######## mux_seq8 ########
Figure 1. A small window of the routed layout (mux_seq8).
The bar under the picture is 10 um long. Region (12, 12) to (42, 42) um. Cells in gray, sequential cells in the stronger gray; small squares are vias.
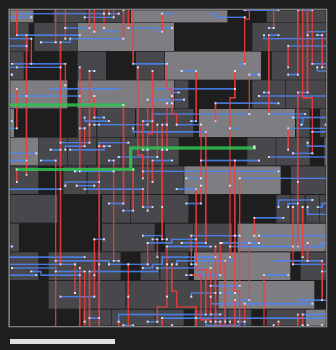

[config.mk]
export PLATFORM = sky130hd
export DESIGN_NAME = mux_seq8
export DESIGN_NICKNAME = d
export VERILOG_FILES = /design/src/rtl/mux_seq8.sv
export SDC_FILE = /design/constraint.sdc
export NUM_CORES = 1
export LEC_CHECK = 0
export CORE_UTILIZATION = 40
export DETAILED_ROUTE_END_ITERATION = 6
export PLACE_DENSITY = 0.74
export SYNTH_ARGS = -nofsm -noshare
export SYNTH_HDL_FRONTEND = slang
export SYNTH_SLANG_ARGS = --single-unit
[constraint.sdc]
create_clock -name clk -period 1.5 [get_ports clk]
set_input_delay 0.3 -clock clk [delete_from_list [all_inputs] [get_ports clk]]
set_output_delay 0.3 -clock clk [all_outputs]
set_load 0.02 [all_outputs]
[src/rtl/mux_seq8.sv]
// mux_seq8: serialises one byte through an external 8:1 mux.
// The byte is held on d, and the select s steps through the eight bit
// positions, either LSB first or MSB first. Each bit is handed over with a
// valid/ready handshake. abort cancels the byte in progress.
// byte_cnt counts the bytes that were sent completely.
// Every output is decoded from registered state only.
module mux_seq8 #(
  parameter bit MSB_FIRST = 1'b0
) (
  input  logic       clk,
  input  logic       reset_n,
  input  logic [7:0] in_data,
  input  logic       in_valid,
  output logic       in_ready,
  input  logic       abort,
  input  logic       bit_ready,
  output logic [7:0] d,
  output logic [2:0] s,
  output logic       bit_valid,
  output logic       last,
  output logic       busy,
  output logic [7:0] byte_cnt
);

  localparam logic [0:0] ST_IDLE  = 1'b0;
  localparam logic [0:0] ST_SHIFT = 1'b1;

  localparam logic [2:0] SEL_FIRST = MSB_FIRST ? 3'd7 : 3'd0;

  // Select value for the next bit position in the configured order.
  function automatic logic [2:0] f_step_sel(input logic [2:0] sel);
    if (MSB_FIRST) begin
      f_step_sel = sel - 3'd1;
    end else begin
      f_step_sel = sel + 3'd1;
    end
  endfunction

  logic [0:0] r_state;
  logic [7:0] r_d;
  logic [2:0] r_s;
  logic [2:0] r_pos;
  logic [7:0] r_cnt;
  logic       r_live;   // low until the first edge after reset release

  logic [0:0] w_state_nxt;
  logic [7:0] w_d_nxt;
  logic [2:0] w_s_nxt;
  logic [2:0] w_pos_nxt;
  logic [7:0] w_cnt_nxt;
  logic       w_idle;
  logic       w_shift;
  logic       w_last;
  logic       w_accept;
  logic       w_xfer;

  assign w_idle   = (r_state == ST_IDLE);
  assign w_shift  = (r_state == ST_SHIFT);
  assign w_last   = w_shift && (r_pos == 3'd7);
  assign w_accept = w_idle && r_live && in_valid && !abort;
  assign w_xfer   = w_shift && bit_ready;

  // Next-state decode: accept in IDLE; in SHIFT, abort first, then transfer.
  always_comb begin
    w_state_nxt = r_state;
    w_d_nxt     = r_d;
    w_s_nxt     = r_s;
    w_pos_nxt   = r_pos;
    w_cnt_nxt   = r_cnt;
    case (r_state)
      ST_IDLE: begin
        if (w_accept) begin
          w_state_nxt = ST_SHIFT;
          w_d_nxt     = in_data;
          w_s_nxt     = SEL_FIRST;
          w_pos_nxt   = 3'd0;
        end else begin
          w_s_nxt     = 3'd0;
        end
      end
      ST_SHIFT: begin
        if (abort) begin
          // Abort wins even over a last-bit transfer: the byte is not counted.
          w_state_nxt = ST_IDLE;
          w_s_nxt     = 3'd0;
          w_pos_nxt   = 3'd0;
        end else if (w_xfer && w_last) begin
          w_state_nxt = ST_IDLE;
          w_s_nxt     = 3'd0;
          w_pos_nxt   = 3'd0;
          w_cnt_nxt   = r_cnt + 8'd1;
        end else if (w_xfer) begin
          w_s_nxt     = f_step_sel(r_s);
          w_pos_nxt   = r_pos + 3'd1;
        end else begin
          w_state_nxt = r_state;
        end
      end
      default: begin
        w_state_nxt = ST_IDLE;
        w_s_nxt     = 3'd0;
        w_pos_nxt   = 3'd0;
      end
    endcase
  end

  // State registers with asynchronous clear.
  always_ff @(posedge clk or negedge reset_n) begin
    if (!reset_n) begin
      r_state <= ST_IDLE;
      r_d     <= 8'd0;
      r_s     <= 3'd0;
      r_pos   <= 3'd0;
      r_cnt   <= 8'd0;
      r_live  <= 1'b0;
    end else begin
      r_state <= w_state_nxt;
      r_d     <= w_d_nxt;
      r_s     <= w_s_nxt;
      r_pos   <= w_pos_nxt;
      r_cnt   <= w_cnt_nxt;
      r_live  <= 1'b1;
    end
  end

  assign in_ready  = r_live && w_idle;
  assign busy      = w_shift;
  assign bit_valid = w_shift;
  assign last      = w_last;
  assign d         = r_d;
  assign s         = r_s;
  assign byte_cnt  = r_cnt;

endmodule
######## instr_fetch ########
File: src/rtl/instr_fetch.sv
// instr_fetch: instruction fetch sequencer.
//
// Walks a five-state cycle: it fetches the word at pc_in, holds it for the decoder,
// then steps the PC stage. On a taken branch the PC stage is first loaded and then
// stepped, so a load value of T leaves the PC at T.
//
// Ports
//   clk        clock, rising edge
//   reset      asynchronous, active-low reset
//   pc_in      current PC from the PC stage
//   ipc        PC increment strobe (one cycle, ADV only)
//   epc        PC load strobe (one cycle, BRLD only)
//   pc_data    PC load value (branch target in BRLD, otherwise 0)
//   mem_req    instruction memory read request
//   mem_addr   instruction memory read address (pc_in while requesting)
//   mem_ack    memory read done; mem_rdata valid in the same cycle
//   mem_rdata  instruction word from memory
//   ir_out     latched instruction word
//   ir_pc      address that ir_out was fetched from
//   ir_valid   ir_out / ir_pc valid for the decoder
//   ir_ready   decoder accepts ir_out this cycle
//   br_req     taken branch, qualified by ir_ready in HOLD
//   br_target  branch destination, sampled with br_req
module instr_fetch (
  input  logic        clk,
  input  logic        reset,
  input  logic [15:0] pc_in,
  output logic        ipc,
  output logic        epc,
  output logic [15:0] pc_data,
  output logic        mem_req,
  output logic [15:0] mem_addr,
  input  logic        mem_ack,
  input  logic [15:0] mem_rdata,
  output logic [15:0] ir_out,
  output logic [15:0] ir_pc,
  output logic        ir_valid,
  input  logic        ir_ready,
  input  logic        br_req,
  input  logic [15:0] br_target
);

  typedef enum logic [2:0] {
    StIdle,
    StReq,
    StHold,
    StAdv,
    StBrld
  } state_e;

  state_e      state_q;
  logic        armed_q;   // IDLE has seen one full clock cycle after reset release
  logic [15:0] target_q;  // branch target latched in HOLD

  // All state and strobes are registered; each strobe is set on entry to the state
  // that owns it and cleared on exit, so it is high exactly while in that state.
  always_ff @(posedge clk or negedge reset) begin
    if (!reset) begin
      state_q  <= StIdle;
      armed_q  <= 1'b0;
      target_q <= 16'h0000;
      ir_out   <= 16'h0000;
      ir_pc    <= 16'h0000;
      ipc      <= 1'b0;
      epc      <= 1'b0;
      mem_req  <= 1'b0;
      ir_valid <= 1'b0;
    end else begin
      case (state_q)
        StIdle: begin
          // The first edge after release only arms; the second starts fetching.
          if (armed_q) begin
            state_q <= StReq;
            mem_req <= 1'b1;
          end else begin
            armed_q <= 1'b1;
          end
        end
        StReq: begin
          if (mem_ack) begin
            ir_out   <= mem_rdata;
            ir_pc    <= pc_in;
            mem_req  <= 1'b0;
            ir_valid <= 1'b1;
            state_q  <= StHold;
          end
        end
        StHold: begin
          if (ir_ready) begin
            ir_valid <= 1'b0;
            if (br_req) begin
              target_q <= br_target;
              epc      <= 1'b1;
              state_q  <= StBrld;
            end else begin
              ipc     <= 1'b1;
              state_q <= StAdv;
            end
          end
        end
        StBrld: begin
          // PC stage now holds target-1; the following increment lands on target.
          epc     <= 1'b0;
          ipc     <= 1'b1;
          state_q <= StAdv;
        end
        StAdv: begin
          ipc     <= 1'b0;
          mem_req <= 1'b1;
          state_q <= StReq;
        end
        default: begin
          state_q  <= StIdle;
          ipc      <= 1'b0;
          epc      <= 1'b0;
          mem_req  <= 1'b0;
          ir_valid <= 1'b0;
        end
      endcase
    end
  end

  // pc_in only settles after the ADV edge, so the address tracks it combinationally.
  assign mem_addr = mem_req ? pc_in : 16'h0000;
  assign pc_data  = (state_q == StBrld) ? target_q : 16'h0000;

endmodule

File: config.mk
export PLATFORM = sky130hd
export DESIGN_NAME = instr_fetch
export DESIGN_NICKNAME = d
export VERILOG_FILES = /design/src/rtl/instr_fetch.sv
export SDC_FILE = /design/constraint.sdc
export NUM_CORES = 1
export LEC_CHECK = 0
export CAP_MARGIN = 0
export CORE_ASPECT_RATIO = 0.9
export CORE_UTILIZATION = 32
export DETAILED_ROUTE_END_ITERATION = 10
export PLACE_DENSITY_LB_ADDON = 0.3
export SETUP_SLACK_MARGIN = 0.02
export SYNTH_ARGS = -nofsm -noshare
export SYNTH_HDL_FRONTEND = slang
export SYNTH_SLANG_ARGS = --single-unit
File: constraint.sdc
create_clock -name clk -period 1.4 [get_ports clk]
set_input_delay 0.35 -clock clk [delete_from_list [all_inputs] [get_ports clk]]
set_output_delay 0.35 -clock clk [all_outputs]
set_load 0.005 [all_outputs]
Figure 2. Wires at chosen ports, followed through buffers (instr_fetch).
The bar under the picture is 20 um long.
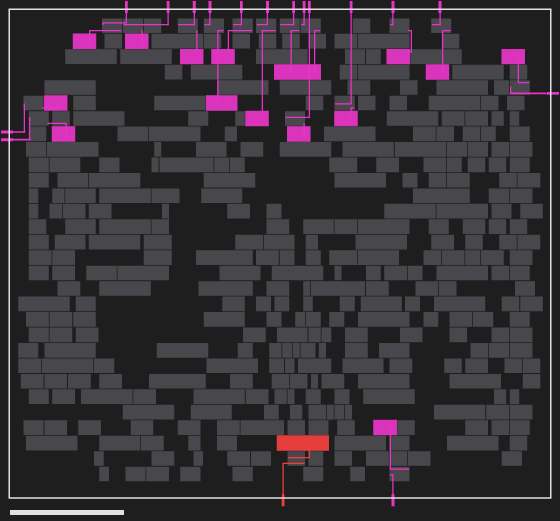
[`ipc`] red | bits: 1 | direction: output | edge: bottom | end cells: 1 | buffers: 1 | wire: 17.9 um
[`mem_rdata`] magenta | bits: 16 | direction: input | edge: 12 top, 2 left, 1 right, 1 bottom | end cells: 16 | buffers: 16 | wire: 230 um

==> writeup.txt, instr_fetch <==
With the remaining routing DRC violations at 0, the floorplan utilization is 33.0%. The dominant power group in this design is combinational cells. The final timing report lists clock skew as 5.05 ps.

For this run, the script counts the antenna cells in the layout as 0. The leakage component of the power was reported as 2.13 nW. For the largest net degree at the start of global routing, the log shows 57. Once synthesis finished, the tally of register bits stood at 56.

The run gives 15.9% as the overall fraction of global-route tracks in use. The clock network power reported by the tool is 0.000887 W. The global-route met3 utilization was 3.81%. For the worst slew margin relative to its limit, the log shows 79.8%. The run finished, with violations left. With the chip height at 85.7 um, the placer congestion estimate is 0.726. The logs give a warning total of 29. The yosys stat cell total was 181.

Hold repair after CTS inserted 0 buffers. The tools report the flop count as 56. The run gives 31 for the count of cell types in the netlist. Largest cell class by area: buffers. The run gives 234 as the total nets after synthesis. The run gives 2 as the H-tree level count. For this run, asynchronously set or reset flops after synthesis account for 100%.

The global routing's busiest layer is met2. The run gives -400 ps for the worst setup slack after layout. Recorded from the global router log, the overflow total was 0. Per the detail_route log, the uppermost layer with routed signals is met4. Across the whole layout, multi-input logic makes up 24.3% of the cell area.

Setup violations remaining at the end of the flow were counted as 86. Per the TritonCTS log, the buffer count is 5. For the slack of the worst reg-to-reg path, the log shows -330 ps. The checks that failed: setup timing. The worst hold path belongs to the class primary input to async pin.

After floorplanning, the die was sized to cover 0.00815 mm^2. According to the report, the first pass of detailed routing completed in 4 iterations. Detailed-route iteration 0 reported a violation count of 34.
## instr_fetch: sequential cells by signal, indices dropped and copies added (netlist names)
name,count
ir_valid,1
state_q,3
ipc,1
ir_out,16
epc,1
target_q,16
ir_pc,16
armed_q,1
mem_req,1
## instr_fetch: kinds of logic after synthesis
kind of cell           Yosys count  synth area share [%]
AND-OR/OR-AND                   14                  3.72
buffers and inverters           17                  4.42
flip-flops                      56                  56.2
multiplexers                    49                  23.3
AND/OR/NAND/NOR                 45                  12.4
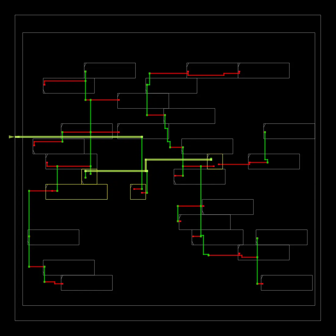
Figure 3: mux_seq8, the clock network.
cts bufs inserted: 3
insertion delay at the late pin of the worst-skew pair: 320 ps
worst clock skew: 10.6 ps

## Picture notes: Figure 1
[met3] green
[met2] red
[met1] blue
netlist names of flops here include: `r_pos` (3), `byte_cnt` (2), `d` (2)
cells with their middle in the window: 55
most frequent: dfrtp_1 (9), buf_4 (6)
sequential cells in the window: 9

==> writeup.txt, mux_seq8 <==
The flow ran to the end, but the final reports show violations. The final reports fail on setup timing. The number of cells reported by Yosys stat comes to 90. The analysis attributes to net switching a power of 0.000375 W. Across the whole layout, multi-input logic makes up 33.1% of the cell area.

The number of cells on the worst reg-to-reg path is 7. On met3, the global router reports a usage of 6.11%. Sequential power for this build is 0.000733 W. The run gives 25 for the largest net degree at the start of global routing. Combinational cells account for 20.3% of the total power. The tools report the worst setup slack after layout as -169 ps. The number of standard-cell rows in the floorplan is 18, and the final number of setup-violating endpoints is 1. The power report lists cell-internal power as 0.00113 W.

The first routing iteration left 6 violations. The floorplan step set the die height to 54.9 um. TritonCTS built the clock tree.

The total number of yosys warnings was 0. Sorting the synthesis cell report by count puts at the top sky130_fd_sc_hd__dfrtp_1. In the synthesized netlist the dominant register cell turns out to be sky130_fd_sc_hd__dfrtp_1.
[mux_seq8: logic make-up (layout without fill, tap and decap cells)]
kind of cell / count (synthesis) / in the layout
and+or+nand+nor: 31 / 31
DFF: 24 / 24
muxes: 12 / 12
xor gates and xnor gates: 7 / 7
buffers and inverters: 6 / 53
AOI/OAI and AO/OA: 5 / 5
adders and majority gates: 4 / 4
other: 1 / 1
[mux_seq8: flip-flops by register name (all words and copies together), names as in the netlist]
signal     count
bit_valid      1
byte_cnt       8
d              8
r_live         1
r_pos          3
s              3

######## module_keypad_scanner ########
Figure 4. A small window of the routed layout (module_keypad_scanner).
The bar under the picture is 10 um long. Region (19, 19) to (49, 49) um. Cells in gray, sequential cells in the stronger gray; small squares are vias.
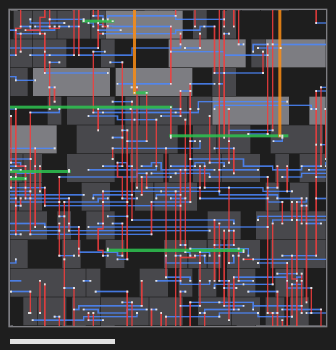

===== src/rtl/module_keypad_scanner_pkg.sv =====
// pkg_keypad: keypad geometry, key encoding table and scanner state type
package pkg_keypad;
  localparam int N_ROWS = 4;
  localparam int N_COLS = 4;
  localparam logic [3:0] KEY_MAP [16] = '{
    4'h1, 4'h2, 4'h3, 4'hA,
    4'h4, 4'h5, 4'h6, 4'hB,
    4'h7, 4'h8, 4'h9, 4'hC,
    4'hE, 4'h0, 4'hF, 4'hD
  };
  typedef enum logic [1:0] {SCAN, CONFIRM, RELEASE} scan_state_t;
  function automatic logic [1:0] low_index(input logic [3:0] r);
    return !r[0] ? 2'd0 : !r[1] ? 2'd1 : !r[2] ? 2'd2 : 2'd3;
  endfunction
endpackage


===== src/rtl/module_sync_2ff.sv =====
// module_sync_2ff: two-flop synchronizer for asynchronous inputs
module module_sync_2ff #(
  parameter int W = 4,
  parameter logic [W-1:0] RST_VAL = '1
) (
  input  logic         clk,
  input  logic         rst,
  input  logic [W-1:0] d,
  output logic [W-1:0] q
);
  logic [W-1:0] s1_q, s2_q;
  always_ff @(posedge clk) begin
    if (rst) begin
      s1_q <= RST_VAL;
      s2_q <= RST_VAL;
    end else begin
      s1_q <= d;
      s2_q <= s1_q;
    end
  end
  assign q = s2_q;
endmodule


===== src/rtl/module_keypad_scanner.sv =====
// module_keypad_scanner: 4x4 keypad column scan, debounce, encode and valid/ready hand-off
module module_keypad_scanner
  import pkg_keypad::*;
#(
  parameter int SCAN_TICKS = 27000,
  parameter int DB_SAMPLES = 4
) (
  input  logic              clk,
  input  logic              rst,
  input  logic [N_ROWS-1:0] row_in,
  output logic [N_COLS-1:0] col_out,
  output logic [3:0]        key_code,
  output logic              key_valid,
  input  logic              key_ready,
  output logic              key_overrun
);
  localparam int TW = SCAN_TICKS > 1 ? $clog2(SCAN_TICKS) : 1;
  localparam int CW = $clog2(DB_SAMPLES + 1);
  logic [N_ROWS-1:0] rows;
  logic [TW-1:0] tick_q, tick_d;
  logic [CW-1:0] cnt_q, cnt_d, cnt_inc;
  logic [1:0] col_q, col_d, row_q, row_d;
  scan_state_t state_q, state_d;
  logic [3:0] code_q, code_d;
  logic valid_q, valid_d, ovr_q, ovr_d;
  logic sample, single, none, same, done, emit, accept;
  module_sync_2ff #(.W(N_ROWS)) u_sync (
    .clk(clk),
    .rst(rst),
    .d(row_in),
    .q(rows)
  );
  always_comb begin
    sample = tick_q == TW'(SCAN_TICKS - 1);
    tick_d = sample ? '0 : tick_q + 1'b1;
    single = $onehot(~rows);
    none = &rows;
    same = single && low_index(rows) == row_q;
    cnt_inc = cnt_q + 1'b1;
    done = cnt_inc == CW'(DB_SAMPLES);
    state_d = state_q;
    cnt_d = cnt_q;
    col_d = col_q;
    row_d = row_q;
    emit = 1'b0;
    if (sample) begin
      case (state_q)
        SCAN: begin
          if (single) begin
            row_d = low_index(rows);
            cnt_d = CW'(1);
            state_d = CONFIRM;
          end else col_d = col_q + 1'b1;
        end
        CONFIRM: begin
          if (!same) begin
            state_d = SCAN;
            col_d = col_q + 1'b1;
          end else if (done) begin
            emit = 1'b1;
            cnt_d = '0;
            state_d = RELEASE;
          end else cnt_d = cnt_inc;
        end
        RELEASE: begin
          cnt_d = none && !done ? cnt_inc : '0;
          if (none && done) begin
            state_d = SCAN;
            col_d = col_q + 1'b1;
          end
        end
        default: state_d = SCAN;
      endcase
    end
    accept = emit && (!valid_q || key_ready);
    code_d = accept ? KEY_MAP[{row_q, col_q}] : code_q;
    valid_d = accept || (valid_q && !key_ready);
    ovr_d = emit && valid_q && !key_ready;
  end
  always_ff @(posedge clk) begin
    if (rst) begin
      tick_q <= '0;
      cnt_q <= '0;
      col_q <= '0;
      row_q <= '0;
      state_q <= SCAN;
      code_q <= '0;
      valid_q <= 1'b0;
      ovr_q <= 1'b0;
    end else begin
      tick_q <= tick_d;
      cnt_q <= cnt_d;
      col_q <= col_d;
      row_q <= row_d;
      state_q <= state_d;
      code_q <= code_d;
      valid_q <= valid_d;
      ovr_q <= ovr_d;
    end
  end
  assign col_out = ~(N_COLS'(1) << col_q);
  assign key_code = code_q;
  assign key_valid = valid_q;
  assign key_overrun = ovr_q;
endmodule


===== config.mk =====
export PLATFORM = sky130hd
export DESIGN_NAME = module_keypad_scanner
export DESIGN_NICKNAME = d
export VERILOG_FILES = /design/src/rtl/module_keypad_scanner_pkg.sv /design/src/rtl/module_sync_2ff.sv /design/src/rtl/module_keypad_scanner.sv
export SDC_FILE = /design/constraint.sdc
export NUM_CORES = 1
export LEC_CHECK = 0
export CORE_MARGIN = 1
export CORE_UTILIZATION = 45
export CTS_CLUSTER_DIAMETER = 60
export DETAILED_ROUTE_END_ITERATION = 16
export PLACE_DENSITY_LB_ADDON = 0.2
export SLEW_MARGIN = 20
export SYNTH_ARGS = -nofsm -noshare
export SYNTH_HDL_FRONTEND = slang
export SYNTH_SLANG_ARGS = --single-unit

===== constraint.sdc =====
create_clock -name clk -period 3.1 [get_ports clk]
set_input_delay 0.775 -clock clk [delete_from_list [all_inputs] [get_ports clk]]
set_output_delay 0.775 -clock clk [all_outputs]
set_load 0.01 [all_outputs]

######## multicycle_control ########
<file path="src/rtl/mips_ctrl_pkg.sv">
// mips_ctrl_pkg: opcodes, FSM state encoding and datapath select constants for multicycle_control.
package mips_ctrl_pkg;
  localparam logic [5:0] OP_RTYPE = 6'b000000;
  localparam logic [5:0] OP_LW    = 6'b100011;
  localparam logic [5:0] OP_SW    = 6'b101011;
  localparam logic [5:0] OP_BEQ   = 6'b000100;
  localparam logic [5:0] OP_ADDI  = 6'b001000;
  localparam logic [5:0] OP_J     = 6'b000010;
  localparam logic [1:0] ALU_OP_ADD   = 2'b00;
  localparam logic [1:0] ALU_OP_SUB   = 2'b01;
  localparam logic [1:0] ALU_OP_FUNCT = 2'b10;
  localparam logic [1:0] ALUB_RT     = 2'b00;
  localparam logic [1:0] ALUB_FOUR   = 2'b01;
  localparam logic [1:0] ALUB_IMM    = 2'b10;
  localparam logic [1:0] ALUB_IMM_SH = 2'b11;
  localparam logic [1:0] PCSRC_ALU    = 2'b00;
  localparam logic [1:0] PCSRC_ALUOUT = 2'b01;
  localparam logic [1:0] PCSRC_JUMP   = 2'b10;
  typedef enum logic [3:0] {
    S_RESET    = 4'd0,
    S_FETCH    = 4'd1,
    S_DECODE   = 4'd2,
    S_MEM_ADDR = 4'd3,
    S_MEM_RD   = 4'd4,
    S_MEM_WB   = 4'd5,
    S_MEM_WR   = 4'd6,
    S_EXEC_R   = 4'd7,
    S_R_WB     = 4'd8,
    S_EXEC_I   = 4'd9,
    S_I_WB     = 4'd10,
    S_BRANCH   = 4'd11,
    S_JUMP     = 4'd12,
    S_ILLEGAL  = 4'd13
  } state_e;
  function automatic state_e decode_target(input logic [5:0] op);
    return (op == OP_LW || op == OP_SW) ? S_MEM_ADDR :
           (op == OP_RTYPE)             ? S_EXEC_R   :
           (op == OP_BEQ)               ? S_BRANCH   :
           (op == OP_ADDI)              ? S_EXEC_I   :
           (op == OP_J)                 ? S_JUMP     : S_ILLEGAL;
  endfunction
endpackage

</file>
<file path="src/rtl/multicycle_control.sv">
// multicycle_control: control FSM for a multicycle MIPS-subset datapath.
// Inputs: clk, rst_n (async, active-low), instr_op (IR[31:26]), mem_ready (memory handshake).
// Outputs: PC/memory/IR/regfile/ALU controls, debug state, instr_done pulse,
// illegal_op trap flag and a wrapping retired-instruction counter.
module multicycle_control
  import mips_ctrl_pkg::*;
#(
  parameter int CNT_W = 32
) (
  input  logic             clk,
  input  logic             rst_n,
  input  logic [5:0]       instr_op,
  input  logic             mem_ready,
  output logic             pc_write,
  output logic             pc_write_cond,
  output logic [1:0]       pc_source,
  output logic             i_or_d,
  output logic             mem_read,
  output logic             mem_write,
  output logic             ir_write,
  output logic             mem_to_reg,
  output logic             reg_dst,
  output logic             reg_write,
  output logic             alu_src_a,
  output logic [1:0]       alu_src_b,
  output logic [1:0]       alu_op,
  output logic [3:0]       state,
  output logic             instr_done,
  output logic             illegal_op,
  output logic [CNT_W-1:0] instr_count
);
  state_e state_q, state_d;
  logic [CNT_W-1:0] count_q;
  always_ff @(posedge clk or negedge rst_n) begin
    if (!rst_n) begin
      state_q <= S_RESET;
      count_q <= '0;
    end else begin
      state_q <= state_d;
      count_q <= count_q + CNT_W'(instr_done);
    end
  end
  always_comb begin
    state_d       = state_q;
    pc_write      = 1'b0;
    pc_write_cond = 1'b0;
    pc_source     = PCSRC_ALU;
    i_or_d        = 1'b0;
    mem_read      = 1'b0;
    mem_write     = 1'b0;
    ir_write      = 1'b0;
    mem_to_reg    = 1'b0;
    reg_dst       = 1'b0;
    reg_write     = 1'b0;
    alu_src_a     = 1'b0;
    alu_src_b     = ALUB_RT;
    alu_op        = ALU_OP_ADD;
    instr_done    = 1'b0;
    illegal_op    = 1'b0;
    case (state_q)
      S_RESET: state_d = S_FETCH;
      S_FETCH: begin
        mem_read  = 1'b1;
        alu_src_b = ALUB_FOUR;
        ir_write  = mem_ready;
        pc_write  = mem_ready;
        state_d   = mem_ready ? S_DECODE : S_FETCH;
      end
      S_DECODE: begin
        alu_src_b = ALUB_IMM_SH;
        state_d   = decode_target(instr_op);
      end
      S_MEM_ADDR: begin
        alu_src_a = 1'b1;
        alu_src_b = ALUB_IMM;
        state_d   = (instr_op == OP_SW) ? S_MEM_WR : S_MEM_RD;
      end
      S_MEM_RD: begin
        mem_read = 1'b1;
        i_or_d   = 1'b1;
        state_d  = mem_ready ? S_MEM_WB : S_MEM_RD;
      end
      S_MEM_WB: begin
        reg_write  = 1'b1;
        mem_to_reg = 1'b1;
        instr_done = 1'b1;
        state_d    = S_FETCH;
      end
      S_MEM_WR: begin
        mem_write  = 1'b1;
        i_or_d     = 1'b1;
        instr_done = mem_ready;
        state_d    = mem_ready ? S_FETCH : S_MEM_WR;
      end
      S_EXEC_R: begin
        alu_src_a = 1'b1;
        alu_op    = ALU_OP_FUNCT;
        state_d   = S_R_WB;
      end
      S_R_WB: begin
        reg_write  = 1'b1;
        reg_dst    = 1'b1;
        instr_done = 1'b1;
        state_d    = S_FETCH;
      end
      S_EXEC_I: begin
        alu_src_a = 1'b1;
        alu_src_b = ALUB_IMM;
        state_d   = S_I_WB;
      end
      S_I_WB: begin
        reg_write  = 1'b1;
        instr_done = 1'b1;
        state_d    = S_FETCH;
      end
      S_BRANCH: begin
        alu_src_a     = 1'b1;
        alu_op        = ALU_OP_SUB;
        pc_write_cond = 1'b1;
        pc_source     = PCSRC_ALUOUT;
        instr_done    = 1'b1;
        state_d       = S_FETCH;
      end
      S_JUMP: begin
        pc_write   = 1'b1;
        pc_source  = PCSRC_JUMP;
        instr_done = 1'b1;
        state_d    = S_FETCH;
      end
      S_ILLEGAL: illegal_op = 1'b1;
      // Unused encodings recover through a clean restart.
      default: state_d = S_RESET;
    endcase
  end
  assign state       = state_q;
  assign instr_count = count_q;
endmodule

</file>
<file path="config.mk">
export PLATFORM = sky130hd
export DESIGN_NAME = multicycle_control
export DESIGN_NICKNAME = d
export VERILOG_FILES = /design/src/rtl/mips_ctrl_pkg.sv /design/src/rtl/multicycle_control.sv
export SDC_FILE = /design/constraint.sdc
export NUM_CORES = 1
export LEC_CHECK = 0
export ABC_CLOCK_PERIOD_IN_PS = 2400
export CAP_MARGIN = 40
export CORE_MARGIN = 5
export CORE_UTILIZATION = 25
export DETAILED_ROUTE_END_ITERATION = 10
export PLACE_DENSITY = 0.48
export SLEW_MARGIN = 5
export SYNTH_ARGS = -nofsm -noshare
export SYNTH_HDL_FRONTEND = slang
export SYNTH_SLANG_ARGS = --single-unit
</file>
<file path="constraint.sdc">
create_clock -name clk -period 2.4 [get_ports clk]
set_input_delay 0.48 -clock clk [delete_from_list [all_inputs] [get_ports clk]]
set_output_delay 0.48 -clock clk [all_outputs]
set_load 0.02 [all_outputs]
</file>
Figure 5. The clock network (module_keypad_scanner).
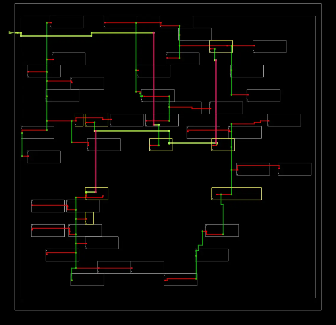
flop count: 38
count of clock buffers in the final design: 5
cts bufs inserted: 5
clock group power: 0.000407 W

About Figure 4:
[met4] orange
[met3] green
[met1] blue
[met2] red
sequential cells in the window: 7
netlist names of flops here include: `tick_q` (4), `state_q` (2)
cells with their middle in the window: 69
most frequent: dfxtp_1 (7), nor2_1 (6), ha_1 (6)

==> writeup.txt, module_keypad_scanner <==
On the critical path the data arrives at 2980 ps. Summing every instance area after synthesis gives 0.00196 mm^2. The tools report the remaining routing DRC violations as 0. The global-route met3 utilization was 4.00%. In the layout the commonest cells are sky130_fd_sc_hd__dfxtp_1 (38), sky130_fd_sc_hd__nor2_1 (25), sky130_fd_sc_hd__inv_1 (16), sky130_fd_sc_hd__ha_1 (16), sky130_fd_sc_hd__clkdlybuf4s50_1 (16). The final total power is 0.000962 W. The worst path buffer plus inverter count was 2.

Non-clock buffers in the final layout number 19. Pin placement for this block handled 17 I/O pins. Largest register by flop count: tick_q. In this run, synthesis produced a sequential element count of 38.

Global routing used 22.7% of the available met1 tracks. Hold timing on the final database bottoms out at a slack of 409 ps. For this design, the CTS-stage hold fixing added 0 buffers.

Cell type contributing the most total cell area after synthesis: sky130_fd_sc_hd__dfxtp_1. The kind of cell with the highest combined delay along the critical path is adder cells. The post-synthesis to final-layout area growth is 16.5%, and the slew at the pin closest to its max-slew limit is 534 ps. Across all checked pins, the minimum headroom to the slew limit is 64.3%. The horizontal die dimension works out to 68.0 um. After detailed routing, the average wire length per cell comes to 11.9 um.

In this run the mean area of a mapped cell was 8.96 um^2. The flow ran to the end, and the final reports show no timing, DRC or antenna violations. According to the floorplan report, the die height is 68.0 um. The run gives 0 for the final number of setup-violating endpoints. STA classifies the critical path startpoint as a flip-flop. Across the whole layout, multi-input logic makes up 48.6% of the cell area. Leaving out buffers and inverters, the combinational logic in the layout accounts for 0.00111 mm^2. For the number of detailed-routing iterations run before antenna repair, the log shows 4.
[module_keypad_scanner: kinds of logic after synthesis]
kind of cell / share of synthesized area (%)
muxes: 3.70
buffers and inverters: 4.66
DFF: 38.8
AOI/OAI and AO/OA: 12.3
xor gates and xnor gates: 6.70
adders and majority gates: 11.2
and+or+nand+nor: 22.6
[module_keypad_scanner: power by group]
part	internal (W)	switching, W	leakage, nW
combinational	0.0000261	0.0000279	0.481
sequential	0.000496	0.00000492	0.309
clock	0.000237	0.000170	0.0579
total	0.000759	0.000203	0.847
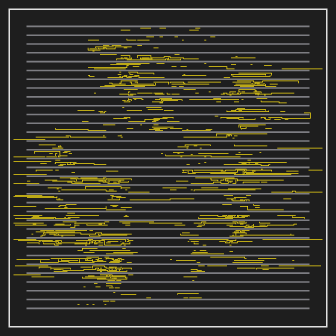
Figure 6: multicycle_control, M1 wires.
Supply wires on this layer in gray.
share of all routed wire: 49%
longest straight run: 18.9 um

==> writeup.txt, multicycle_control <==
Largest cell class by area: combinational gates. The yosys stat cell total came out at 195. Across all hold checks on the routed design, the worst slack comes to 238 ps. For this sky-water flow run, the detailed-routed wirelength per cell is reported as 13.4 um.

Cell with the most instances after synthesis: sky130_fd_sc_hd__dfrtp_1. Predominant post-synthesis flop cell: sky130_fd_sc_hd__dfrtp_1. In this run the tool buffered the top-level ports with 62 buffer cells. TritonCTS built the clock tree. After detailed placement, the total cell area comes to 0.00287 mm^2.

The tree built by TritonCTS fans out to 36 sinks. The run gives 63 for the number of placed I/O pins. The total nets after synthesis was 206; the area share of the largest cell type after synthesis was 47.0%. After legalization and detailed placement, the total HPWL measured 3800 um. The tools report the cell leakage power as 1.40 nW. Along the critical path, the tally of buffer and inverter instances is 2. The run gives 0.721 as the placer congestion estimate. Across every metal layer, demand over resource in global routing totals 10.6%. The register with the most flip-flops in the layout has 32 of them. The chip footprint was 0.00951 mm^2.

Walking the worst path, the cells encountered are buf_4 -> nand2b_1 -> a21oi_1 -> clkdlybuf4s50_1. The largest net degree at the start of global routing came out at 37. The flow ran to the end, and the final reports show no timing, DRC or antenna violations. For this design the total switching power over the nets is 0.000914 W. For this run, asynchronously set or reset flops after synthesis account for 100%.

For this run, the register share of the synthesized area comes to 47.0%. The post-route report lists met1 wire length as 2490 um. Counting I/O delays and the setup requirement, the final critical path takes 2300 ps. For this run, the slowest stage of the critical path takes 620 ps. In this run the VDD rail shows a maximum IR drop of 0.000543 V. The root buffer cell chosen for the clock tree is sky130_fd_sc_hd__clkbuf_8. With the remaining number of nets flagged by the antenna check after routing at 0, the proportion of layout cells with a drive suffix above 1 is 19.1%. The run gives 787 mW/mm^2 for the cell area power density.

With the buffer count excluding the clock tree in the final layout at 84, the fraction of power spent switching nets is 38.4%. Signal routing reaches up to met4. The logic depth of the worst register-to-register path is 10. The slowest stage of the critical path is the sky130_fd_sc_hd__clkdlybuf4s50_1 cell. The total clock buffers created by CTS was 5. The combinational share of cell area is 36.4%, and the number of detailed-routing iterations run before antenna repair is 4. In this run the cell area of the synthesized design comes to 0.00192 mm^2. The arrival time of data at the worst endpoint is listed as 1820 ps.
[multicycle_control: cells by family after synthesis]
kind of cell	count (synthesis)	share of synthesized area [%]
fa+ha+maj	2	1.31
xor+xnor	32	14.6
compound gates	19	6.60
flops	36	47.0
mux	1	0.588
buf+inv	11	2.61
simple gates	94	27.2
[multicycle_control: power groups by stage]
stage                     clock [W]  sequential, W  combinational (W)
after global placement            0       0.000808            0.00117
after floorplan                   0       0.000857           0.000583
after global routing       0.000508       0.000809            0.00123
after CTS                  0.000484       0.000796            0.00115
after detailed placement          0       0.000805            0.00116
final                      0.000460       0.000795            0.00113


==> notes/layouts.md <==
Pictures saved along the way, in no particular order.

Wires at chosen ports, followed through buffers.
The bar under the picture is 20 um long.
image #1
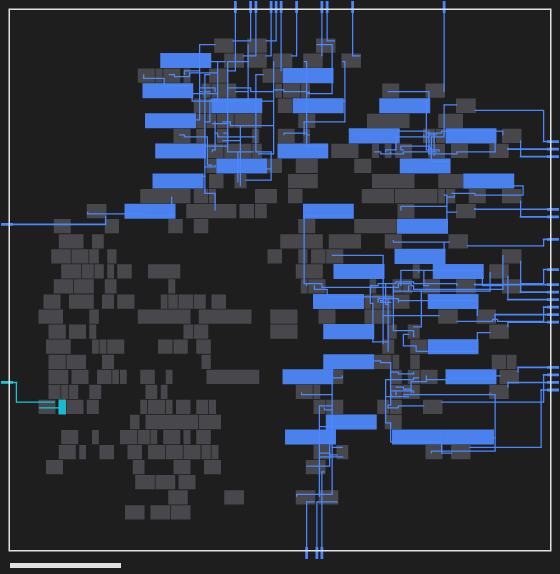
image #2
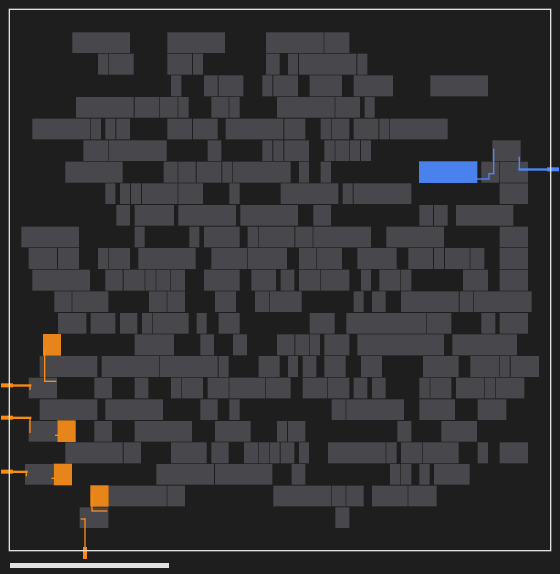
image #3
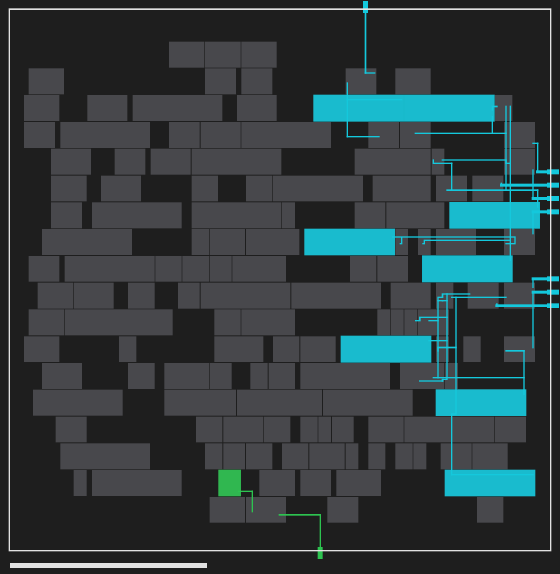
| from | picture |
|---|---|
| multicycle_control | image #1 |
| module_keypad_scanner | image #2 |
| mux_seq8 | image #3 |
- fewest cells: image #3
- most cells: image #1

Power figures rest on the tool's default switching activity, not on a simulated workload.
